# block 1

**config.mk**
```make
export PLATFORM = sky130hd
export DESIGN_NAME = cdm16_seq_ctrl
export DESIGN_NICKNAME = d
export VERILOG_FILES = /design/src/rtl/cdm16_seq_ctrl.sv
export SDC_FILE = /design/constraint.sdc
export NUM_CORES = 1
export LEC_CHECK = 0
export CORE_MARGIN = 4
export CORE_UTILIZATION = 45
export CTS_CLUSTER_DIAMETER = 100
export DETAILED_ROUTE_END_ITERATION = 8
export HOLD_SLACK_MARGIN = 0.08
export PLACE_DENSITY_LB_ADDON = 0.12
export SLEW_MARGIN = 15
export SYNTH_ARGS = -nofsm -noshare
export SYNTH_HDL_FRONTEND = slang
export SYNTH_SLANG_ARGS = --single-unit
```
**constraint.sdc**
```tcl
create_clock -name clk -period 4.9 [get_ports clk]
set_input_delay 0.98 -clock clk [delete_from_list [all_inputs] [get_ports clk]]
set_output_delay 0.98 -clock clk [all_outputs]
set_load 0.02 [all_outputs]
```
**src/rtl/cdm16_seq_ctrl.sv**
```systemverilog
// cdm16_seq_ctrl: sequential 16x16 multiply controller. Drives one shared external
// 8x8 multiplier through the LL, HL, LH and HH partial products in turn, optionally
// skipping zero-byte products, and recombines them into a 32-bit result.
module cdm16_seq_ctrl #(
  parameter int unsigned CARRY_MODE = 0,     // 0: carry-disregard lanes, 1: exact sum
  parameter logic [1:0]  SEL_LL     = 2'd2,
  parameter logic [1:0]  SEL_HL     = 2'd1,
  parameter logic [1:0]  SEL_LH     = 2'd1,
  parameter logic [1:0]  SEL_HH     = 2'd0,
  parameter int unsigned ZERO_SKIP  = 1
) (
  input  logic        clk,
  input  logic        rst_n,
  input  logic        in_valid,
  output logic        in_ready,
  input  logic [15:0] A,
  input  logic [15:0] B,
  output logic        out_valid,
  input  logic        out_ready,
  output logic [31:0] R,
  output logic        busy,
  output logic [7:0]  mul_a,
  output logic [7:0]  mul_b,
  output logic [1:0]  mul_sel,
  input  logic [15:0] mul_r
);

  // State encoding: PP states are partial-product index + 1.
  localparam logic [2:0] StIdle = 3'd0;
  localparam logic [2:0] StPpLl = 3'd1;
  localparam logic [2:0] StPpHl = 3'd2;
  localparam logic [2:0] StPpLh = 3'd3;
  localparam logic [2:0] StPpHh = 3'd4;
  localparam logic [2:0] StDone = 3'd5;

  logic [2:0]  state_q, state_d;
  logic [15:0] a_q, b_q;
  logic [15:0] ll_q, hl_q, lh_q, hh_q;
  logic [31:0] r_q;
  logic        out_valid_q;
  logic [31:0] r_comb;

  // Partial product index: bit 0 selects the high byte of a, bit 1 the high byte of b.
  function automatic logic pp_skip(input logic [1:0] idx, input logic [15:0] a,
                                   input logic [15:0] b);
    logic [7:0] ab;
    logic [7:0] bb;
    ab = idx[0] ? a[15:8] : a[7:0];
    bb = idx[1] ? b[15:8] : b[7:0];
    return (ZERO_SKIP != 0) && ((ab == 8'd0) || (bb == 8'd0));
  endfunction

  // First non-skipped PP state at or after index 'first', or DONE if none remain.
  function automatic logic [2:0] next_pp(input int first, input logic [15:0] a,
                                         input logic [15:0] b);
    logic [2:0] nxt;
    nxt = StDone;
    for (int i = 3; i >= 0; i--) begin
      if ((i >= first) && !pp_skip(i[1:0], a, b)) nxt = 3'(i + 1);
    end
    return nxt;
  endfunction

  // Next-state logic; skip decisions after accept use the registered operands.
  always_comb begin
    state_d = state_q;
    case (state_q)
      StIdle:  if (in_valid) state_d = next_pp(0, A, B);
      StPpLl:  state_d = next_pp(1, a_q, b_q);
      StPpHl:  state_d = next_pp(2, a_q, b_q);
      StPpLh:  state_d = next_pp(3, a_q, b_q);
      StPpHh:  state_d = StDone;
      StDone:  if (out_valid_q && out_ready) state_d = StIdle;
      default: state_d = StIdle;
    endcase
  end

  // Operand bytes and variant select for the shared multiplier; zero outside PP states.
  always_comb begin
    mul_a   = 8'd0;
    mul_b   = 8'd0;
    mul_sel = 2'd0;
    case (state_q)
      StPpLl: begin
        mul_a   = a_q[7:0];
        mul_b   = b_q[7:0];
        mul_sel = SEL_LL;
      end
      StPpHl: begin
        mul_a   = a_q[15:8];
        mul_b   = b_q[7:0];
        mul_sel = SEL_HL;
      end
      StPpLh: begin
        mul_a   = a_q[7:0];
        mul_b   = b_q[15:8];
        mul_sel = SEL_LH;
      end
      StPpHh: begin
        mul_a   = a_q[15:8];
        mul_b   = b_q[15:8];
        mul_sel = SEL_HH;
      end
      default: ;
    endcase
  end

  // Recombination of the four partial products.
  always_comb begin
    logic [7:0]  lane1;
    logic [7:0]  lane2;
    logic [31:0] r_exact;
    lane1   = ll_q[15:8] + hl_q[7:0] + lh_q[7:0];
    lane2   = hl_q[15:8] + lh_q[15:8] + hh_q[7:0];
    r_exact = {16'd0, ll_q} + {8'd0, hl_q, 8'd0} + {8'd0, lh_q, 8'd0} + {hh_q, 16'd0};
    r_comb  = (CARRY_MODE != 0) ? r_exact : {hh_q[15:8], lane2, lane1, ll_q[7:0]};
  end

  // State, operand/lane capture and result register with synchronous reset.
  always_ff @(posedge clk) begin
    if (!rst_n) begin
      state_q     <= StIdle;
      a_q         <= 16'd0;
      b_q         <= 16'd0;
      ll_q        <= 16'd0;
      hl_q        <= 16'd0;
      lh_q        <= 16'd0;
      hh_q        <= 16'd0;
      r_q         <= 32'd0;
      out_valid_q <= 1'b0;
    end else begin
      state_q <= state_d;
      case (state_q)
        StIdle: begin
          if (in_valid) begin
            a_q  <= A;
            b_q  <= B;
            ll_q <= 16'd0;
            hl_q <= 16'd0;
            lh_q <= 16'd0;
            hh_q <= 16'd0;
          end
        end
        StPpLl: ll_q <= mul_r;
        StPpHl: hl_q <= mul_r;
        StPpLh: lh_q <= mul_r;
        StPpHh: hh_q <= mul_r;
        StDone: begin
          // First DONE cycle latches the result; it is then held until handshake.
          if (!out_valid_q) begin
            r_q         <= r_comb;
            out_valid_q <= 1'b1;
          end else if (out_ready) begin
            out_valid_q <= 1'b0;
          end
        end
        default: ;
      endcase
    end
  end

  assign in_ready  = (state_q == StIdle);
  assign busy      = (state_q != StIdle);
  assign out_valid = out_valid_q;
  assign R         = r_q;

endmodule

```
# block 2

## src/rtl/shake_pkg.sv

```systemverilog
// Shared types and constants for the SHAKE squeeze stage.
package shake_pkg;

  localparam int RATE_WORDS_128 = 42;
  localparam int RATE_WORDS_256 = 34;
  localparam int IDX_W          = 6;
  // The 168-byte SHAKE128 rate reaches byte address 164, which needs 8 bits.
  localparam int SHA3_ADDR_W    = 8;

  typedef enum logic [2:0] {
    IDLE, WAIT_PERM, READ, NEXT, PERM_GAP, DRAIN, FIN
  } sq_state_e;

  function automatic logic [IDX_W-1:0] rate_words(input logic mode);
    return mode ? IDX_W'(RATE_WORDS_256) : IDX_W'(RATE_WORDS_128);
  endfunction

  function automatic logic [31:0] bswap32(input logic [31:0] w);
    return {w[7:0], w[15:8], w[23:16], w[31:24]};
  endfunction

endpackage

```

## src/rtl/shake_squeeze_stream_if.sv

```systemverilog
// sha3 state-read bus plus the output word stream of the squeeze stage.
interface shake_squeeze_stream_if;
  import shake_pkg::*;

  logic                   sha3_ready;
  logic [31:0]            sha3_dout;
  logic [SHA3_ADDR_W-1:0] sha3_addr;
  logic                   sha3_next;
  logic [31:0]            dout;
  logic                   dout_valid;
  logic                   dout_ready;
  logic                   dout_last;

  modport master (input  sha3_ready, sha3_dout, dout_ready,
                  output sha3_addr, sha3_next, dout, dout_valid, dout_last);
  modport slave  (output sha3_ready, sha3_dout, dout_ready,
                  input  sha3_addr, sha3_next, dout, dout_valid, dout_last);
endinterface

```

## src/rtl/shake_skid_fifo.sv

```systemverilog
// 2-entry 32-bit skid FIFO; head is the oldest word, pop must only occur when non-empty.
module shake_skid_fifo (
  input  logic        clk,
  input  logic        rst_n,
  input  logic        push,
  input  logic        pop,
  input  logic [31:0] din,
  output logic [1:0]  count,
  output logic [31:0] head
);
  logic [1:0][31:0] mem_q, mem_d;
  logic             rd_ptr_q, rd_ptr_d;
  logic             wr_ptr_q, wr_ptr_d;
  logic [1:0]       count_q, count_d;

  // Pointer/count update; push and pop in the same cycle leave count unchanged.
  always_comb begin
    mem_d    = mem_q;
    rd_ptr_d = rd_ptr_q;
    wr_ptr_d = wr_ptr_q;
    if (push) begin
      mem_d[wr_ptr_q] = din;
      wr_ptr_d        = ~wr_ptr_q;
    end
    if (pop) rd_ptr_d = ~rd_ptr_q;
    count_d = count_q + 2'(push) - 2'(pop);
  end

  // Storage and pointer registers.
  always_ff @(posedge clk or negedge rst_n) begin
    if (!rst_n) begin
      mem_q    <= '0;
      rd_ptr_q <= 1'b0;
      wr_ptr_q <= 1'b0;
      count_q  <= 2'd0;
    end else begin
      mem_q    <= mem_d;
      rd_ptr_q <= rd_ptr_d;
      wr_ptr_q <= wr_ptr_d;
      count_q  <= count_d;
    end
  end

  assign count = count_q;
  assign head  = mem_q[rd_ptr_q];
endmodule

```

## src/rtl/shake_squeeze_stream.sv

```systemverilog
// SHAKE squeeze stage: reads rate words from the sha3 state, streams them out,
// and requests further permutations until out_words words are delivered.
// Build option: SHAKE_SQUEEZE_BSWAP_EN byte-reverses dout for big-endian consumers.
module shake_squeeze_stream
  import shake_pkg::*;
#(
  parameter int OUT_CNT_W  = 16,
  parameter int FIFO_DEPTH = 2
) (
  input  logic                  clk,
  input  logic                  rst_n,
  input  logic                  start,
  input  logic                  mode,
  input  logic [OUT_CNT_W-1:0]  out_words,
  shake_squeeze_stream_if.master bus,
  output logic                  busy,
  output logic                  done
);
  sq_state_e              state_q, state_d;
  logic                   mode_q, mode_d;
  logic [OUT_CNT_W-1:0]   out_words_q, out_words_d;
  logic [OUT_CNT_W-1:0]   issued_q, issued_d;
  logic [OUT_CNT_W-1:0]   delivered_q, delivered_d;
  logic [IDX_W-1:0]       idx_q, idx_d;
  logic                   inflight_q, inflight_d;
  logic [SHA3_ADDR_W-1:0] addr_q, addr_d;
  logic                   next_q, next_d;
  logic                   busy_q, busy_d;
  logic                   done_q, done_d;

  logic [1:0]  fifo_cnt, cnt_after;
  logic [31:0] fifo_head;
  logic        pop, credit, issue;

  shake_skid_fifo u_fifo (
    .clk   (clk),
    .rst_n (rst_n),
    .push  (inflight_q),
    .pop   (pop),
    .din   (bus.sha3_dout),
    .count (fifo_cnt),
    .head  (fifo_head)
  );

  // A word leaving this cycle frees its slot, which keeps reads at one per cycle.
  always_comb begin
    pop       = (fifo_cnt != 2'd0) && bus.dout_ready;
    cnt_after = fifo_cnt - 2'(pop);
    credit    = (32'(cnt_after) + 32'(inflight_q)) < 32'(FIFO_DEPTH);
    issue     = (state_q == READ) && credit && (issued_q != out_words_q);
  end

  // Next-state and datapath control for the squeeze FSM.
  always_comb begin
    state_d     = state_q;
    mode_d      = mode_q;
    out_words_d = out_words_q;
    issued_d    = issued_q;
    delivered_d = pop ? delivered_q + OUT_CNT_W'(1) : delivered_q;
    idx_d       = idx_q;
    inflight_d  = issue;
    addr_d      = addr_q;
    next_d      = 1'b0;
    busy_d      = busy_q;
    done_d      = 1'b0;
    case (state_q)
      IDLE: if (start) begin
        mode_d      = mode;
        out_words_d = out_words;
        issued_d    = '0;
        delivered_d = '0;
        idx_d       = '0;
        busy_d      = 1'b1;
        state_d     = (out_words == '0) ? FIN : WAIT_PERM;
      end
      WAIT_PERM: if (bus.sha3_ready) begin
        idx_d   = '0;
        state_d = READ;
      end
      READ: if (issue) begin
        addr_d   = {idx_q, 2'b00};
        idx_d    = idx_q + IDX_W'(1);
        issued_d = issued_q + OUT_CNT_W'(1);
        if (issued_q + OUT_CNT_W'(1) == out_words_q)  state_d = DRAIN;
        else if (idx_q == rate_words(mode_q) - IDX_W'(1)) state_d = NEXT;
      end
      // The permutation may only start once the last rate word is captured.
      NEXT: if (!inflight_q) begin
        next_d  = 1'b1;
        state_d = PERM_GAP;
      end
      // The core drops sha3_ready a cycle late, so skip one cycle before polling it.
      PERM_GAP: begin
        idx_d   = '0;
        state_d = WAIT_PERM;
      end
      DRAIN: if (cnt_after == 2'd0 && !inflight_q) state_d = FIN;
      FIN: begin
        done_d  = 1'b1;
        busy_d  = 1'b0;
        state_d = IDLE;
      end
      default: state_d = IDLE;
    endcase
  end

  // All FSM state, counters and registered outputs.
  always_ff @(posedge clk or negedge rst_n) begin
    if (!rst_n) begin
      state_q     <= IDLE;
      mode_q      <= 1'b0;
      out_words_q <= '0;
      issued_q    <= '0;
      delivered_q <= '0;
      idx_q       <= '0;
      inflight_q  <= 1'b0;
      addr_q      <= '0;
      next_q      <= 1'b0;
      busy_q      <= 1'b0;
      done_q      <= 1'b0;
    end else begin
      state_q     <= state_d;
      mode_q      <= mode_d;
      out_words_q <= out_words_d;
      issued_q    <= issued_d;
      delivered_q <= delivered_d;
      idx_q       <= idx_d;
      inflight_q  <= inflight_d;
      addr_q      <= addr_d;
      next_q      <= next_d;
      busy_q      <= busy_d;
      done_q      <= done_d;
    end
  end

  assign bus.sha3_addr  = issue ? {idx_q, 2'b00} : addr_q;
  assign bus.sha3_next  = next_q;
  assign bus.dout_valid = (fifo_cnt != 2'd0);
  assign bus.dout_last  = bus.dout_valid && (delivered_q == out_words_q - OUT_CNT_W'(1));
`ifdef SHAKE_SQUEEZE_BSWAP_EN
  assign bus.dout       = bswap32(fifo_head);
`else
  assign bus.dout       = fifo_head;
`endif
  assign busy           = busy_q;
  assign done           = done_q;
endmodule

```

## src/flat_wrapper.sv

```systemverilog
// flat-port wrapper written by rule: the top's interface ports become plain ports
module shake_squeeze_stream_flat import shake_pkg::*;
#(
  parameter int OUT_CNT_W  = 16,
  parameter int FIFO_DEPTH = 2
)
  (clk, rst_n, start, mode, out_words, busy, done, bus_sha3_ready, bus_sha3_dout, bus_dout_ready, bus_sha3_addr, bus_sha3_next, bus_dout, bus_dout_valid, bus_dout_last);
  shake_squeeze_stream_if bus_i ();
  input  logic clk;
  input  logic rst_n;
  input  logic start;
  input  logic mode;
  input  logic [OUT_CNT_W-1:0] out_words;
  output logic busy;
  output logic done;
  input wire logic [$bits(bus_i.sha3_ready)-1:0] bus_sha3_ready;
  input wire logic [$bits(bus_i.sha3_dout)-1:0] bus_sha3_dout;
  input wire logic [$bits(bus_i.dout_ready)-1:0] bus_dout_ready;
  output wire logic [$bits(bus_i.sha3_addr)-1:0] bus_sha3_addr;
  output wire logic [$bits(bus_i.sha3_next)-1:0] bus_sha3_next;
  output wire logic [$bits(bus_i.dout)-1:0] bus_dout;
  output wire logic [$bits(bus_i.dout_valid)-1:0] bus_dout_valid;
  output wire logic [$bits(bus_i.dout_last)-1:0] bus_dout_last;
  assign bus_i.sha3_ready = bus_sha3_ready;
  assign bus_i.sha3_dout = bus_sha3_dout;
  assign bus_i.dout_ready = bus_dout_ready;
  assign bus_sha3_addr = bus_i.sha3_addr;
  assign bus_sha3_next = bus_i.sha3_next;
  assign bus_dout = bus_i.dout;
  assign bus_dout_valid = bus_i.dout_valid;
  assign bus_dout_last = bus_i.dout_last;
  shake_squeeze_stream #(.OUT_CNT_W(OUT_CNT_W), .FIFO_DEPTH(FIFO_DEPTH)) u_core (.clk(clk), .rst_n(rst_n), .start(start), .mode(mode), .out_words(out_words), .bus(bus_i), .busy(busy), .done(done));
endmodule
```

## config.mk

```make
export PLATFORM = sky130hd
export DESIGN_NAME = shake_squeeze_stream_flat
export DESIGN_NICKNAME = d
export VERILOG_FILES = /design/src/rtl/shake_pkg.sv /design/src/rtl/shake_squeeze_stream_if.sv /design/src/rtl/shake_skid_fifo.sv /design/src/rtl/shake_squeeze_stream.sv /design/src/flat_wrapper.sv
export SDC_FILE = /design/constraint.sdc
export NUM_CORES = 1
export LEC_CHECK = 0
export CAP_MARGIN = 10
export CELL_PAD_IN_SITES_DETAIL_PLACEMENT = 0
export CELL_PAD_IN_SITES_GLOBAL_PLACEMENT = 1
export CORE_MARGIN = 4
export CORE_UTILIZATION = 45
export DETAILED_ROUTE_END_ITERATION = 12
export HOLD_SLACK_MARGIN = 0.06
export PLACE_DENSITY_LB_ADDON = 0.1
export SYNTH_ARGS = -nofsm -noshare
export SYNTH_HDL_FRONTEND = slang
export SYNTH_SLANG_ARGS = --single-unit
```

## constraint.sdc

```tcl
create_clock -name clk -period 8.8 [get_ports clk]
set_input_delay 0.88 -clock clk [delete_from_list [all_inputs] [get_ports clk]]
set_output_delay 0.88 -clock clk [all_outputs]
set_load 0.005 [all_outputs]
```

# block 3

==> config.mk <==
export PLATFORM = sky130hd
export DESIGN_NAME = led_fade_pwm_flat
export DESIGN_NICKNAME = d
export VERILOG_FILES = /design/src/rtl/led_fade_pkg.sv /design/src/rtl/led_fade_pwm_if.sv /design/src/rtl/led_fade_channel.sv /design/src/rtl/led_fade_pwm.sv /design/src/flat_wrapper.sv
export SDC_FILE = /design/constraint.sdc
export NUM_CORES = 1
export LEC_CHECK = 0
export CAP_MARGIN = 20
export CORE_MARGIN = 5
export CORE_UTILIZATION = 55
export DETAILED_ROUTE_END_ITERATION = 6
export GPL_TIMING_DRIVEN = 0
export PLACE_DENSITY = 0.81
export SYNTH_ARGS = -nofsm -noshare
export SYNTH_HDL_FRONTEND = slang
export SYNTH_SLANG_ARGS = --single-unit
==> constraint.sdc <==
create_clock -name clk -period 7.5 [get_ports clk]
set_input_delay 1.875 -clock clk [delete_from_list [all_inputs] [get_ports clk]]
set_output_delay 1.875 -clock clk [all_outputs]
set_load 0.01 [all_outputs]
==> src/rtl/led_fade_pkg.sv <==
// Shared types and defaults for the LED fade/PWM stage.
package led_fade_pkg;

  typedef enum logic [1:0] {
    CH_OFF  = 2'd0,
    CH_RISE = 2'd1,
    CH_ON   = 2'd2,
    CH_FALL = 2'd3
  } ch_state_t;

  localparam int unsigned DEF_PWM_BITS = 8;
  localparam int unsigned DEF_STEP_DIV = 256;

  function automatic int unsigned max_lvl(input int unsigned bits);
    return (32'd1 << bits) - 32'd1;
  endfunction

endpackage

==> src/rtl/led_fade_pwm_if.sv <==
// LED request/drive bundle between the blinker (master) and the fade stage (slave).
interface led_fade_pwm_if #(
  parameter int unsigned NUM_LEDS = 4
);
  logic [NUM_LEDS-1:0]   led_in;
  logic                  bypass;
  logic [NUM_LEDS-1:0]   led_out;
  logic                  busy;
  logic [2*NUM_LEDS-1:0] ch_state;

  modport master (output led_in, bypass, input led_out, busy, ch_state);
  modport slave  (input led_in, bypass, output led_out, busy, ch_state);
endinterface

==> src/rtl/led_fade_channel.sv <==
// One fade channel: saturating level, state machine and PWM compare.
// Define LED_FADE_GAMMA_EN to compare against a squared (gamma-corrected) duty.
module led_fade_channel
  import led_fade_pkg::*;
#(
  parameter int unsigned PWM_BITS = DEF_PWM_BITS
) (
  input  logic                clk,
  input  logic                rst,
  input  logic                step,
  input  logic [PWM_BITS-1:0] pwm_cnt,
  input  logic                led_in,
  input  logic                bypass,
  output logic                led_out,
  output ch_state_t           state
);

  localparam logic [PWM_BITS-1:0] MAX = PWM_BITS'(max_lvl(PWM_BITS));

  logic [PWM_BITS-1:0] lvl_q, lvl_d, duty;

  always_comb begin
    lvl_d = lvl_q;
    if (led_in && lvl_q != MAX) begin
      lvl_d = lvl_q + 1'b1;
    end else if (!led_in && lvl_q != '0) begin
      lvl_d = lvl_q - 1'b1;
    end
  end

`ifdef LED_FADE_GAMMA_EN
  logic [2*PWM_BITS-1:0] sq;
  always_comb begin
    sq   = {{PWM_BITS{1'b0}}, lvl_q} * {{PWM_BITS{1'b0}}, lvl_q};
    duty = sq[2*PWM_BITS-1:PWM_BITS];
  end
`else
  always_comb duty = lvl_q;
`endif

  always_ff @(posedge clk or negedge rst) begin
    if (!rst) begin
      lvl_q   <= '0;
      state   <= CH_OFF;
      led_out <= 1'b0;
    end else begin
      // Full scale forced high so the top of the ramp has no off-cycle per period.
      led_out <= bypass ? led_in : ((lvl_q == MAX) || (pwm_cnt < duty));
      if (step) begin
        lvl_q <= lvl_d;
        if (led_in) begin
          state <= (lvl_d == MAX) ? CH_ON : CH_RISE;
        end else begin
          state <= (lvl_d == '0) ? CH_OFF : CH_FALL;
        end
      end
    end
  end

endmodule

==> src/rtl/led_fade_pwm.sv <==
// LED fade stage: shared step prescaler and PWM counter feeding per-channel faders.
// Optional LED_FADE_GAMMA_EN selects gamma-corrected duty in every channel.
module led_fade_pwm
  import led_fade_pkg::*;
#(
  parameter int unsigned NUM_LEDS = 4,
  parameter int unsigned PWM_BITS = DEF_PWM_BITS,
  parameter int unsigned STEP_DIV = DEF_STEP_DIV
) (
  input logic            clk,
  input logic            rst,
  led_fade_pwm_if.slave  bus
);

  localparam int unsigned PRE_W = (STEP_DIV > 1) ? $clog2(STEP_DIV) : 1;
  localparam logic [PRE_W-1:0] PRE_LAST = PRE_W'(STEP_DIV - 1);

  logic [PRE_W-1:0]    presc_q;
  logic [PWM_BITS-1:0] pwm_q;
  logic                step;
  logic                busy_q;
  logic [NUM_LEDS-1:0] ramp;
  logic [NUM_LEDS-1:0] led_out_w;
  ch_state_t           st [NUM_LEDS];

  assign step = (presc_q == PRE_LAST);

  always_ff @(posedge clk or negedge rst) begin
    if (!rst) begin
      presc_q <= '0;
      pwm_q   <= '0;
      busy_q  <= 1'b0;
    end else begin
      presc_q <= step ? '0 : presc_q + 1'b1;
      pwm_q   <= pwm_q + 1'b1;
      busy_q  <= |ramp;
    end
  end

  for (genvar i = 0; i < NUM_LEDS; i++) begin : g_ch
    led_fade_channel #(
      .PWM_BITS (PWM_BITS)
    ) u_ch (
      .clk     (clk),
      .rst     (rst),
      .step    (step),
      .pwm_cnt (pwm_q),
      .led_in  (bus.led_in[i]),
      .bypass  (bus.bypass),
      .led_out (led_out_w[i]),
      .state   (st[i])
    );
    assign ramp[i] = (st[i] == CH_RISE) || (st[i] == CH_FALL);
    assign bus.ch_state[2*i+:2] = st[i];
  end

  assign bus.led_out = led_out_w;
  assign bus.busy    = busy_q;

endmodule
==> src/flat_wrapper.sv <==
// flat-port wrapper written by rule: the top's interface ports become plain ports
module led_fade_pwm_flat import led_fade_pkg::*;
#(
  parameter int unsigned NUM_LEDS = 4,
  parameter int unsigned PWM_BITS = DEF_PWM_BITS,
  parameter int unsigned STEP_DIV = DEF_STEP_DIV
)
  (clk, rst, bus_led_in, bus_bypass, bus_led_out, bus_busy, bus_ch_state);
  led_fade_pwm_if #(.NUM_LEDS(NUM_LEDS)) bus_i ();
  input logic clk;
  input logic rst;
  input wire logic [$bits(bus_i.led_in)-1:0] bus_led_in;
  input wire logic [$bits(bus_i.bypass)-1:0] bus_bypass;
  output wire logic [$bits(bus_i.led_out)-1:0] bus_led_out;
  output wire logic [$bits(bus_i.busy)-1:0] bus_busy;
  output wire logic [$bits(bus_i.ch_state)-1:0] bus_ch_state;
  assign bus_i.led_in = bus_led_in;
  assign bus_i.bypass = bus_bypass;
  assign bus_led_out = bus_i.led_out;
  assign bus_busy = bus_i.busy;
  assign bus_ch_state = bus_i.ch_state;
  led_fade_pwm #(.NUM_LEDS(NUM_LEDS), .PWM_BITS(PWM_BITS), .STEP_DIV(STEP_DIV)) u_core (.clk(clk), .rst(rst), .bus(bus_i));
endmodule
# block 4

$ cat src/rtl/laser_pattern_driver.sv
// rtl/laser_pattern_driver.sv - host point buffer, point streamer and circle-coverage scorer for the LASER engine
// Define LASER_DRV_SCORE_EN to build the SCORE state and coverage datapath; otherwise COVER is tied to 0.
module laser_pattern_driver #(
  parameter int NUM_PTS   = 40,
  parameter int RADIUS_SQ = 16,
  parameter int TIMEOUT   = 4096
) (
  input  logic        CLK,
  input  logic        RST_N,
  input  logic        WR_EN,
  input  logic [5:0]  WR_ADDR,
  input  logic [3:0]  WR_X,
  input  logic [3:0]  WR_Y,
  input  logic        START,
  output logic        BUSY,
  output logic [3:0]  X,
  output logic [3:0]  Y,
  input  logic        DONE,
  input  logic [3:0]  C1X,
  input  logic [3:0]  C1Y,
  input  logic [3:0]  C2X,
  input  logic [3:0]  C2Y,
  output logic [15:0] RES_C,
  output logic [5:0]  COVER,
  output logic        RES_VALID,
  output logic        TIMEOUT_ERR
);

  localparam int              TW       = $clog2(TIMEOUT + 1);
  localparam logic [5:0]      LAST_IDX = 6'(NUM_PTS - 1);
  localparam logic [5:0]      NUM_P    = 6'(NUM_PTS);
  localparam logic [TW-1:0]   T_LAST   = TW'(TIMEOUT - 1);

  if (NUM_PTS < 1 || NUM_PTS > 63 || RADIUS_SQ < 0 || TIMEOUT < 1) begin : g_bad_cfg
    $error("laser_pattern_driver: parameter out of range");
  end

  typedef enum logic [2:0] {
    S_IDLE,
    S_WAIT_RDY,
    S_STREAM,
    S_WAIT_LOW,
    S_WAIT_RES,
`ifdef LASER_DRV_SCORE_EN
    S_SCORE,
`endif
    S_REPORT
  } state_t;

  state_t        state_q, state_d;
  logic          busy_q, busy_d;
  logic [3:0]    x_q, x_d;
  logic [3:0]    y_q, y_d;
  logic [15:0]   res_c_q, res_c_d;
  logic          res_valid_q, res_valid_d;
  logic          timeout_err_q, timeout_err_d;
  logic [TW-1:0] timer_q, timer_d;
  logic [5:0]    idx_q, idx_d;

  // Point buffer is deliberately left out of reset so a reset does not force a reload.
  logic [7:0] pts_mem [0:63];
  logic       wr_ok;
  logic [5:0] idx_inc;
  logic [7:0] first_pt;
  logic [7:0] next_pt;
  logic       wait_tick;

  assign wr_ok    = WR_EN && (state_q == S_IDLE) && (WR_ADDR < NUM_P);
  assign idx_inc  = idx_q + 6'd1;
  assign first_pt = pts_mem[6'd0];
  assign next_pt  = pts_mem[idx_inc];

  always_ff @(posedge CLK) begin
    if (wr_ok) begin
      pts_mem[WR_ADDR] <= {WR_X, WR_Y};
    end
  end

`ifdef LASER_DRV_SCORE_EN
  localparam logic [9:0] RSQ = 10'(RADIUS_SQ);

  logic [5:0] acc_q, acc_d;
  logic [5:0] cover_q, cover_d;
  logic [7:0] score_pt;
  logic [8:0] dist1, dist2;
  logic       hit;
  logic [5:0] acc_next;

  function automatic logic [8:0] dist_sq(input logic [3:0] px, input logic [3:0] py,
                                         input logic [3:0] cx, input logic [3:0] cy);
    logic [3:0] dx, dy;
    logic [7:0] sx, sy;
    dx = (px >= cx) ? (px - cx) : (cx - px);
    dy = (py >= cy) ? (py - cy) : (cy - py);
    sx = {4'd0, dx} * {4'd0, dx};
    sy = {4'd0, dy} * {4'd0, dy};
    return {1'b0, sx} + {1'b0, sy};
  endfunction

  assign score_pt = pts_mem[idx_q];
  assign dist1    = dist_sq(score_pt[7:4], score_pt[3:0], res_c_q[15:12], res_c_q[11:8]);
  assign dist2    = dist_sq(score_pt[7:4], score_pt[3:0], res_c_q[7:4], res_c_q[3:0]);
  assign hit      = ({1'b0, dist1} <= RSQ) || ({1'b0, dist2} <= RSQ);
  assign acc_next = (hit && (acc_q != 6'd63)) ? (acc_q + 6'd1) : acc_q;
  assign COVER    = cover_q;
`else
  assign COVER    = 6'd0;
`endif

  always_comb begin
    state_d       = state_q;
    busy_d        = busy_q;
    x_d           = x_q;
    y_d           = y_q;
    res_c_d       = res_c_q;
    res_valid_d   = 1'b0;
    timeout_err_d = timeout_err_q;
    timer_d       = timer_q;
    idx_d         = idx_q;
    wait_tick     = 1'b0;
`ifdef LASER_DRV_SCORE_EN
    acc_d         = acc_q;
    cover_d       = cover_q;
`endif
    case (state_q)
      S_IDLE: begin
        if (START) begin
          state_d       = S_WAIT_RDY;
          busy_d        = 1'b1;
          timeout_err_d = 1'b0;
          timer_d       = '0;
        end
      end
      S_WAIT_RDY: begin
        if (DONE) begin
          state_d = S_STREAM;
          idx_d   = 6'd0;
          x_d     = first_pt[7:4];
          y_d     = first_pt[3:0];
        end else begin
          wait_tick = 1'b1;
        end
      end
      S_STREAM: begin
        if (idx_q == LAST_IDX) begin
          state_d = S_WAIT_LOW;
          x_d     = 4'd0;
          y_d     = 4'd0;
          timer_d = '0;
        end else begin
          idx_d = idx_inc;
          x_d   = next_pt[7:4];
          y_d   = next_pt[3:0];
        end
      end
      // DONE must drop before a new high is trusted as the result.
      S_WAIT_LOW: begin
        if (!DONE) begin
          state_d = S_WAIT_RES;
          timer_d = '0;
        end else begin
          wait_tick = 1'b1;
        end
      end
      S_WAIT_RES: begin
        if (DONE) begin
          res_c_d = {C1X, C1Y, C2X, C2Y};
`ifdef LASER_DRV_SCORE_EN
          state_d = S_SCORE;
          idx_d   = 6'd0;
          acc_d   = 6'd0;
`else
          state_d     = S_REPORT;
          res_valid_d = 1'b1;
`endif
        end else begin
          wait_tick = 1'b1;
        end
      end
`ifdef LASER_DRV_SCORE_EN
      S_SCORE: begin
        if (idx_q == LAST_IDX) begin
          cover_d     = acc_next;
          state_d     = S_REPORT;
          res_valid_d = 1'b1;
        end else begin
          acc_d = acc_next;
          idx_d = idx_inc;
        end
      end
`endif
      S_REPORT: begin
        state_d = S_IDLE;
        busy_d  = 1'b0;
      end
      default: begin
        state_d = S_IDLE;
        busy_d  = 1'b0;
      end
    endcase

    if (wait_tick) begin
      if (timer_q == T_LAST) begin
        state_d       = S_REPORT;
        res_valid_d   = 1'b1;
        timeout_err_d = 1'b1;
        res_c_d       = 16'd0;
`ifdef LASER_DRV_SCORE_EN
        cover_d       = 6'd0;
`endif
      end else begin
        timer_d = timer_q + TW'(1);
      end
    end
  end

  always_ff @(posedge CLK or negedge RST_N) begin
    if (!RST_N) begin
      state_q       <= S_IDLE;
      busy_q        <= 1'b0;
      x_q           <= 4'd0;
      y_q           <= 4'd0;
      res_c_q       <= 16'd0;
      res_valid_q   <= 1'b0;
      timeout_err_q <= 1'b0;
      timer_q       <= '0;
      idx_q         <= 6'd0;
`ifdef LASER_DRV_SCORE_EN
      acc_q         <= 6'd0;
      cover_q       <= 6'd0;
`endif
    end else begin
      state_q       <= state_d;
      busy_q        <= busy_d;
      x_q           <= x_d;
      y_q           <= y_d;
      res_c_q       <= res_c_d;
      res_valid_q   <= res_valid_d;
      timeout_err_q <= timeout_err_d;
      timer_q       <= timer_d;
      idx_q         <= idx_d;
`ifdef LASER_DRV_SCORE_EN
      acc_q         <= acc_d;
      cover_q       <= cover_d;
`endif
    end
  end

  assign BUSY        = busy_q;
  assign X           = x_q;
  assign Y           = y_q;
  assign RES_C       = res_c_q;
  assign RES_VALID   = res_valid_q;
  assign TIMEOUT_ERR = timeout_err_q;

endmodule

$ cat config.mk
export PLATFORM = sky130hd
export DESIGN_NAME = laser_pattern_driver
export DESIGN_NICKNAME = d
export VERILOG_FILES = /design/src/rtl/laser_pattern_driver.sv
export SDC_FILE = /design/constraint.sdc
export NUM_CORES = 1
export LEC_CHECK = 0
export CAP_MARGIN = 20
export CORE_MARGIN = 3
export CORE_UTILIZATION = 35
export DETAILED_ROUTE_END_ITERATION = 6
export SYNTH_ARGS = -nofsm -noshare
export SYNTH_HDL_FRONTEND = slang
export SYNTH_SLANG_ARGS = --single-unit
export TNS_END_PERCENT = 20
$ cat constraint.sdc
create_clock -name CLK -period 6 [get_ports CLK]
set_clock_uncertainty 0.05 [all_clocks]
set_input_delay 1.2 -clock CLK [delete_from_list [all_inputs] [get_ports CLK]]
set_output_delay 1.2 -clock CLK [all_outputs]
set_load 0.01 [all_outputs]
**Block 2: wiring by layer**

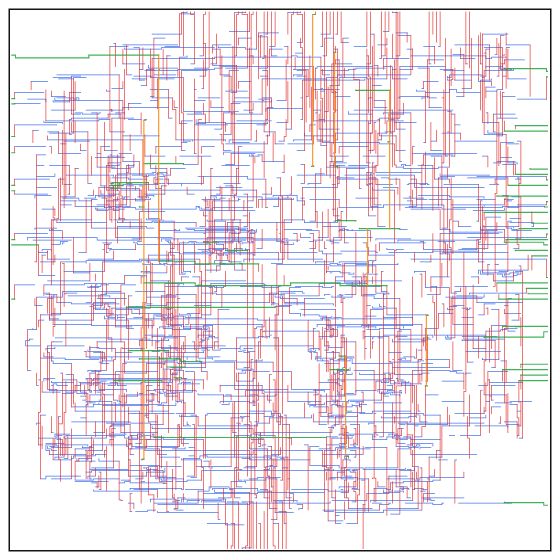
color	layer	wire length
red	M2	8090 µm
blue	M1	7630 µm
green	M3	567 µm
orange	M4	295 µm

==> run_results.csv, block 2 <==
group,metric,value,unit
outcome,run_status,"completed",
final_timing,final.setup.tns,0,ns
final_layout,layout.non_clock_buffers,104,
final_layout,final_core_utilization,0.569,
final_layout,antennaDiodeCount,0,
hold_path,hold_class,"primary input to async pin",
floorplanning,die_height,135,µm
route,drt_iter0_markers,226,
logic_synthesis,netlist_top_cells_area,"sky130_fd_sc_hd__dfrtp_1 (47%), sky130_fd_sc_hd__mux2_2 (17%), sky130_fd_sc_hd__xnor2_1 (4.0%), sky130_fd_sc_hd__xor2_1 (4.0%), sky130_fd_sc_hd__nand2_1 (3.7%)",
final_timing,setup_violations,0,
global_route,globalRoute.totalOverflow,0,
global_route,grt_pass1_wl,27800,µm
final_layout,finalNetCount,828,
floorplanning,fp_util,0.460,
final_layout,n_sequential_cell,138,
final_layout,comb_area_frac,0.401,
final_timing,timing.final.max_slew_violations,0,
setup_path,critical_path_depth,11,
clocking,cts_tree,"done",
logic_synthesis,synthFlopType,"sky130_fd_sc_hd__dfrtp_1",
logic_synthesis,mux_area_frac,0.174,
power_and_ir_drop,power.density,339,nW/µm²
setup_path,cp.arrival,3.78,ns
place,finalWeightedCongestion,0.839,
final_layout,seqCellArea,3450,µm²
final_layout,layout_top_cell,"sky130_fd_sc_hd__dfrtp_1",
floorplanning,taps,216,
logic_synthesis,synth.ff_latch_count,138,
power_and_ir_drop,share_comb_of_total_power,0.401,
route,avgViaCountPerCell,5.39,
logic_synthesis,top_area_frac,0.473,
setup_path,critPathLaunch,"bus_dout_ready",
logic_synthesis,post_synth_xor_area_fraction,0.0791,
final_timing,post-route-min-period,4.66,ns
setup_path,worst-path-max-fanout,24,
logic_synthesis,synth_simple_gate_area_share,0.153,
logic_synthesis,postSynth.asyncResetShare,1.00,
**Block 3: wiring by layer**

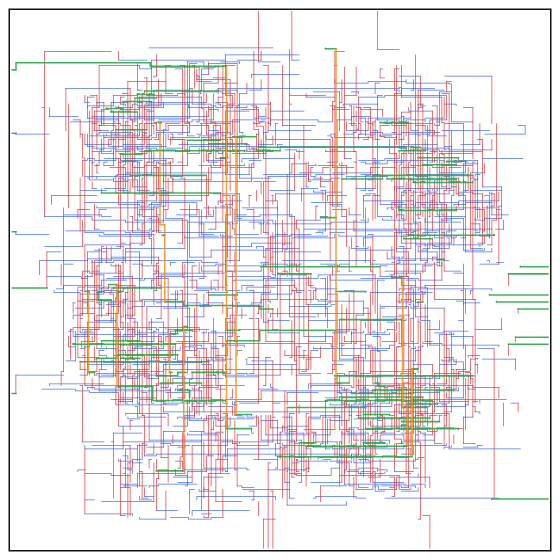
color	layer	wire length
red	M2	5660 µm
blue	M1	5500 µm
green	M3	882 µm
orange	M4	343 µm

**Block 3: routing congestion**

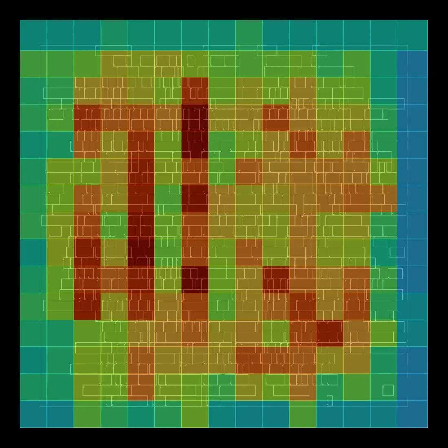
met2 usage: 0.352
Global Route Usage Sum: 0.231
busiest grt layer: met2

==> run_results.csv, block 3 <==
group,metric,value,unit
outcome,run_status,"completed",
setup_path,critical_path_depth,7,
job,warning_count,30,
final_timing,finalClockPeriodUsage,0.532,
setup_path,r2r-start,"u_core.g_ch[2].u_ch.duty[0]$_DFFE_PN0N_",
floorplanning,die_height,104,µm
final_layout,layout.non_clock_buffers,52,
global_route,grt.met1_usage,0.321,
power_and_ir_drop,switching_share,0.232,
final_layout,filler_cell_count,733,
clocking,postCtsSetupRepairBufs,0,
power_and_ir_drop,p_int,585,µW
setup_path,worst_setup_path_endpoint,"u_core.g_ch[0].u_ch.state[1]$_DFFE_PN0N_",
route,drc,0,
floorplanning,core.rowCount,34,
power_and_ir_drop,share_of_power_burned_in_the_clock_network,0.511,
final_timing,relSlewSlack,0.465,
logic_synthesis,yosys_warning_count,0,
clocking,clock_sinks,61,
final_timing,worst-slew-pin-transition,0.795,ns
final_timing,grt_setup_unrepaired,"no",
place,placement.cell_area,5210,µm²
final_layout,stdcell_area,5470,µm²
final_layout,layoutNonFillerInstCount,712,
setup_path,timing.critical_path.buf_inv,2,
route,avgViaCountPerCell,6.33,
logic_synthesis,synth.ff_latch_count,61,
floorplanning,placeableCoreArea,8720,µm²
route,detail_route.first_pass.iterations,5,
power_and_ir_drop,share_comb_of_total_power,0.052,
final_timing,timing.final.max_slew_violations,0,
final_layout,buf_share,0.0636,
final_layout,largest_register_ff_count,32,
clocking,numCtsBuffers,9,
setup_path,timing.critical_path.from_type,"primary input",
clocking,post_cts_resized,0,
place,numPortBuffers,18,
route,wire_per_inst,17.4,µm
floorplanning,taps,108,
logic_synthesis,yosys.area.top_type,"sky130_fd_sc_hd__dfrtp_1",
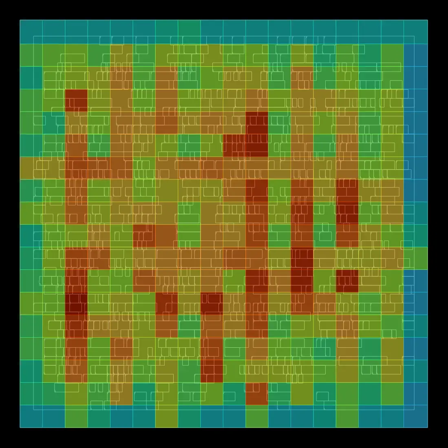
**Above:** block 1 (routing congestion).
global-route track usage on met1: 0.266
GR Layer Usage met3: 0.0583
WL/cell: 16.6 µm

==> run_results.csv, block 1 <==
group,metric,value,unit
global_route,grt_usage,0.219,
floorplanning,taps,176,
final_layout,largest_cell_class,"multi-input combinational cells",
final_layout,comb_area_frac,0.404,
final_layout,antennaDiodeCount,0,
logic_synthesis,common_cells,"sky130_fd_sc_hd__nand2_1 (207), sky130_fd_sc_hd__dfxtp_1 (132), sky130_fd_sc_hd__a21oi_1 (131), sky130_fd_sc_hd__nand3_1 (66), sky130_fd_sc_hd__o21ai_0 (27)",
final_timing,post-route-min-period,4.03,ns
final_layout,final_layout_clock_cell_area_share,0.0829,
final_layout,stdcell_area,7800,µm²
clocking,cts_tree,"done",
final_layout,clock_buffers,18,
route,drt_iter0_markers,368,
outcome,run_status,"completed",
logic_synthesis,mappedNetlistNets,853,
power_and_ir_drop,share_of_power_burned_in_the_clock_network,0.377,
logic_synthesis,yosys_warning_count,0,
setup_path,cpLargestDelayFamily,"buffers and inverters",
power_and_ir_drop,power.density,471,nW/µm²
setup_path,critical_path_depth,4,
setup_path,path_class,"register to primary output",
clocking,clockBufferDepth,2,
setup_path,timing.critical_path.from_type,"register",
setup_path,sequence_of_cells_on_the_critical_path,"and2b_1 -> nand2b_1 -> inv_2 -> clkdlybuf4s50_1",
logic_synthesis,synthFlopType,"sky130_fd_sc_hd__dfxtp_1",
route,met3_wirelength,1070,µm
power_and_ir_drop,power_top_consumer,"clock",
**Block 4: wiring by layer**

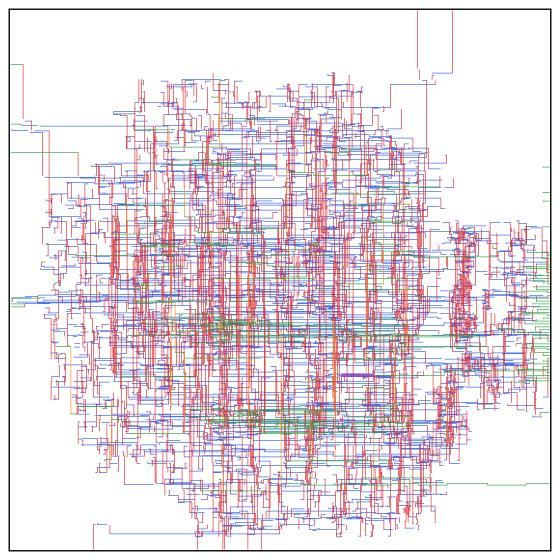
color	layer	wire length
blue	M1	21.0 mm
purple	M5	13.8 µm
orange	M4	1020 µm
red	M2	21.3 mm
green	M3	3600 µm

**Block 4: routing congestion**

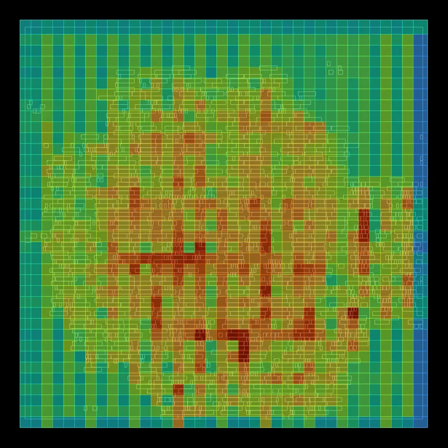
fin util: 0.422
Global Route Usage Sum: 0.142
busiest grt layer: met2

==> run_results.csv, block 4 <==
group,metric,value,unit
clocking,worstSkewPairLatency,0.61,ns
hold_path,worstHoldStart,"timer_q[11]$_DFF_PN0_",
route,met2_wirelength,21300,µm
logic_synthesis,yosys_warning_count,0,
power_and_ir_drop,share_comb_of_total_power,0.281,
setup_path,sequence_of_cells_on_the_critical_path,"clkdlybuf4s50_1 -> nor4b_1 -> nand2_1 -> nor2_1 -> nand3_1 -> nor2_1",
final_layout,clock_buffers,68,
route,route.final.wire_length,47000,µm
clocking,numCtsBuffers,56,
setup_path,timing.critical_path.from_type,"primary input",
place,placement.cell_area,24400,µm²
power_and_ir_drop,vdd_ir_drop_max,346,µV
final_layout,inv_count,2,
route,avgViaCountPerCell,4.86,
outcome,run_status,"completed",
setup_path,critical-path-top-cell-by-count,"sky130_fd_sc_hd__nor2_1",
final_layout,layoutNonFillerInstCount,2359,
final_timing,maxClockFrequency,0.264,GHz
route,highest_signal_layer_in_the_routed_design,"met5",
logic_synthesis,yosys.area.top_type,"sky130_fd_sc_hd__edfxtp_1",
clocking,postCtsSetupRepairBufs,0,
logic_synthesis,seq_area_frac_synth,0.750,
clocking,cts_root_buf,"sky130_fd_sc_hd__clkbuf_16",
logic_synthesis,netlist_top_cells_area,"sky130_fd_sc_hd__edfxtp_1 (69%), sky130_fd_sc_hd__mux4_2 (13%), sky130_fd_sc_hd__dfrtp_1 (5.5%), sky130_fd_sc_hd__nand2_1 (2.8%), sky130_fd_sc_hd__nand3_1 (1.1%)",


## Gallery

Cell classes on the final placement.
shot_01.png
Bar = 20 µm.
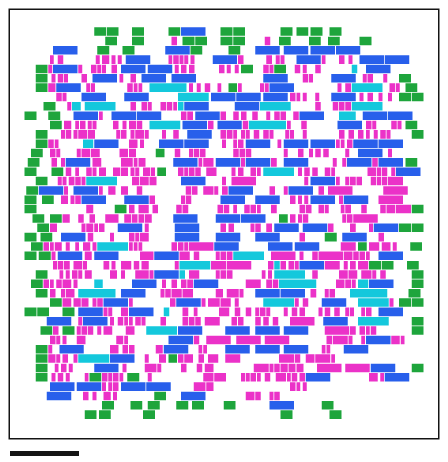
shot_02.png
Bar = 20 µm.
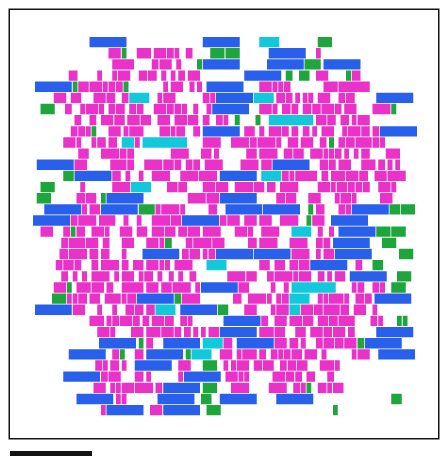
shot_03.png
Bar = 100 µm.
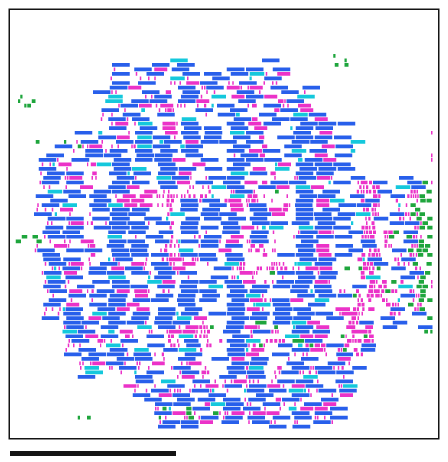
shot_04.png
Bar = 50 µm.
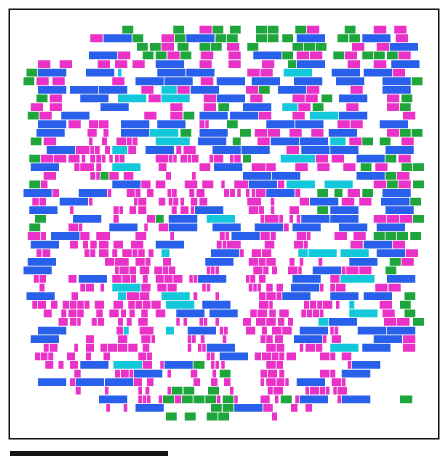
Of these, lowest utilization: shot_03.png
shot_02.png comes from block 3.
shot_03.png comes from block 4.
shot_01.png comes from block 1.
shot_04.png comes from block 2.

Key to shot_03.png:
color	class	cells	share of their area
magenta	remaining logic cells	772	24%
green	remaining buffers and delay cells	83	3.0%
cyan	clock drivers and dummy loads	106	7.4%
blue	sequential cells	561	66%

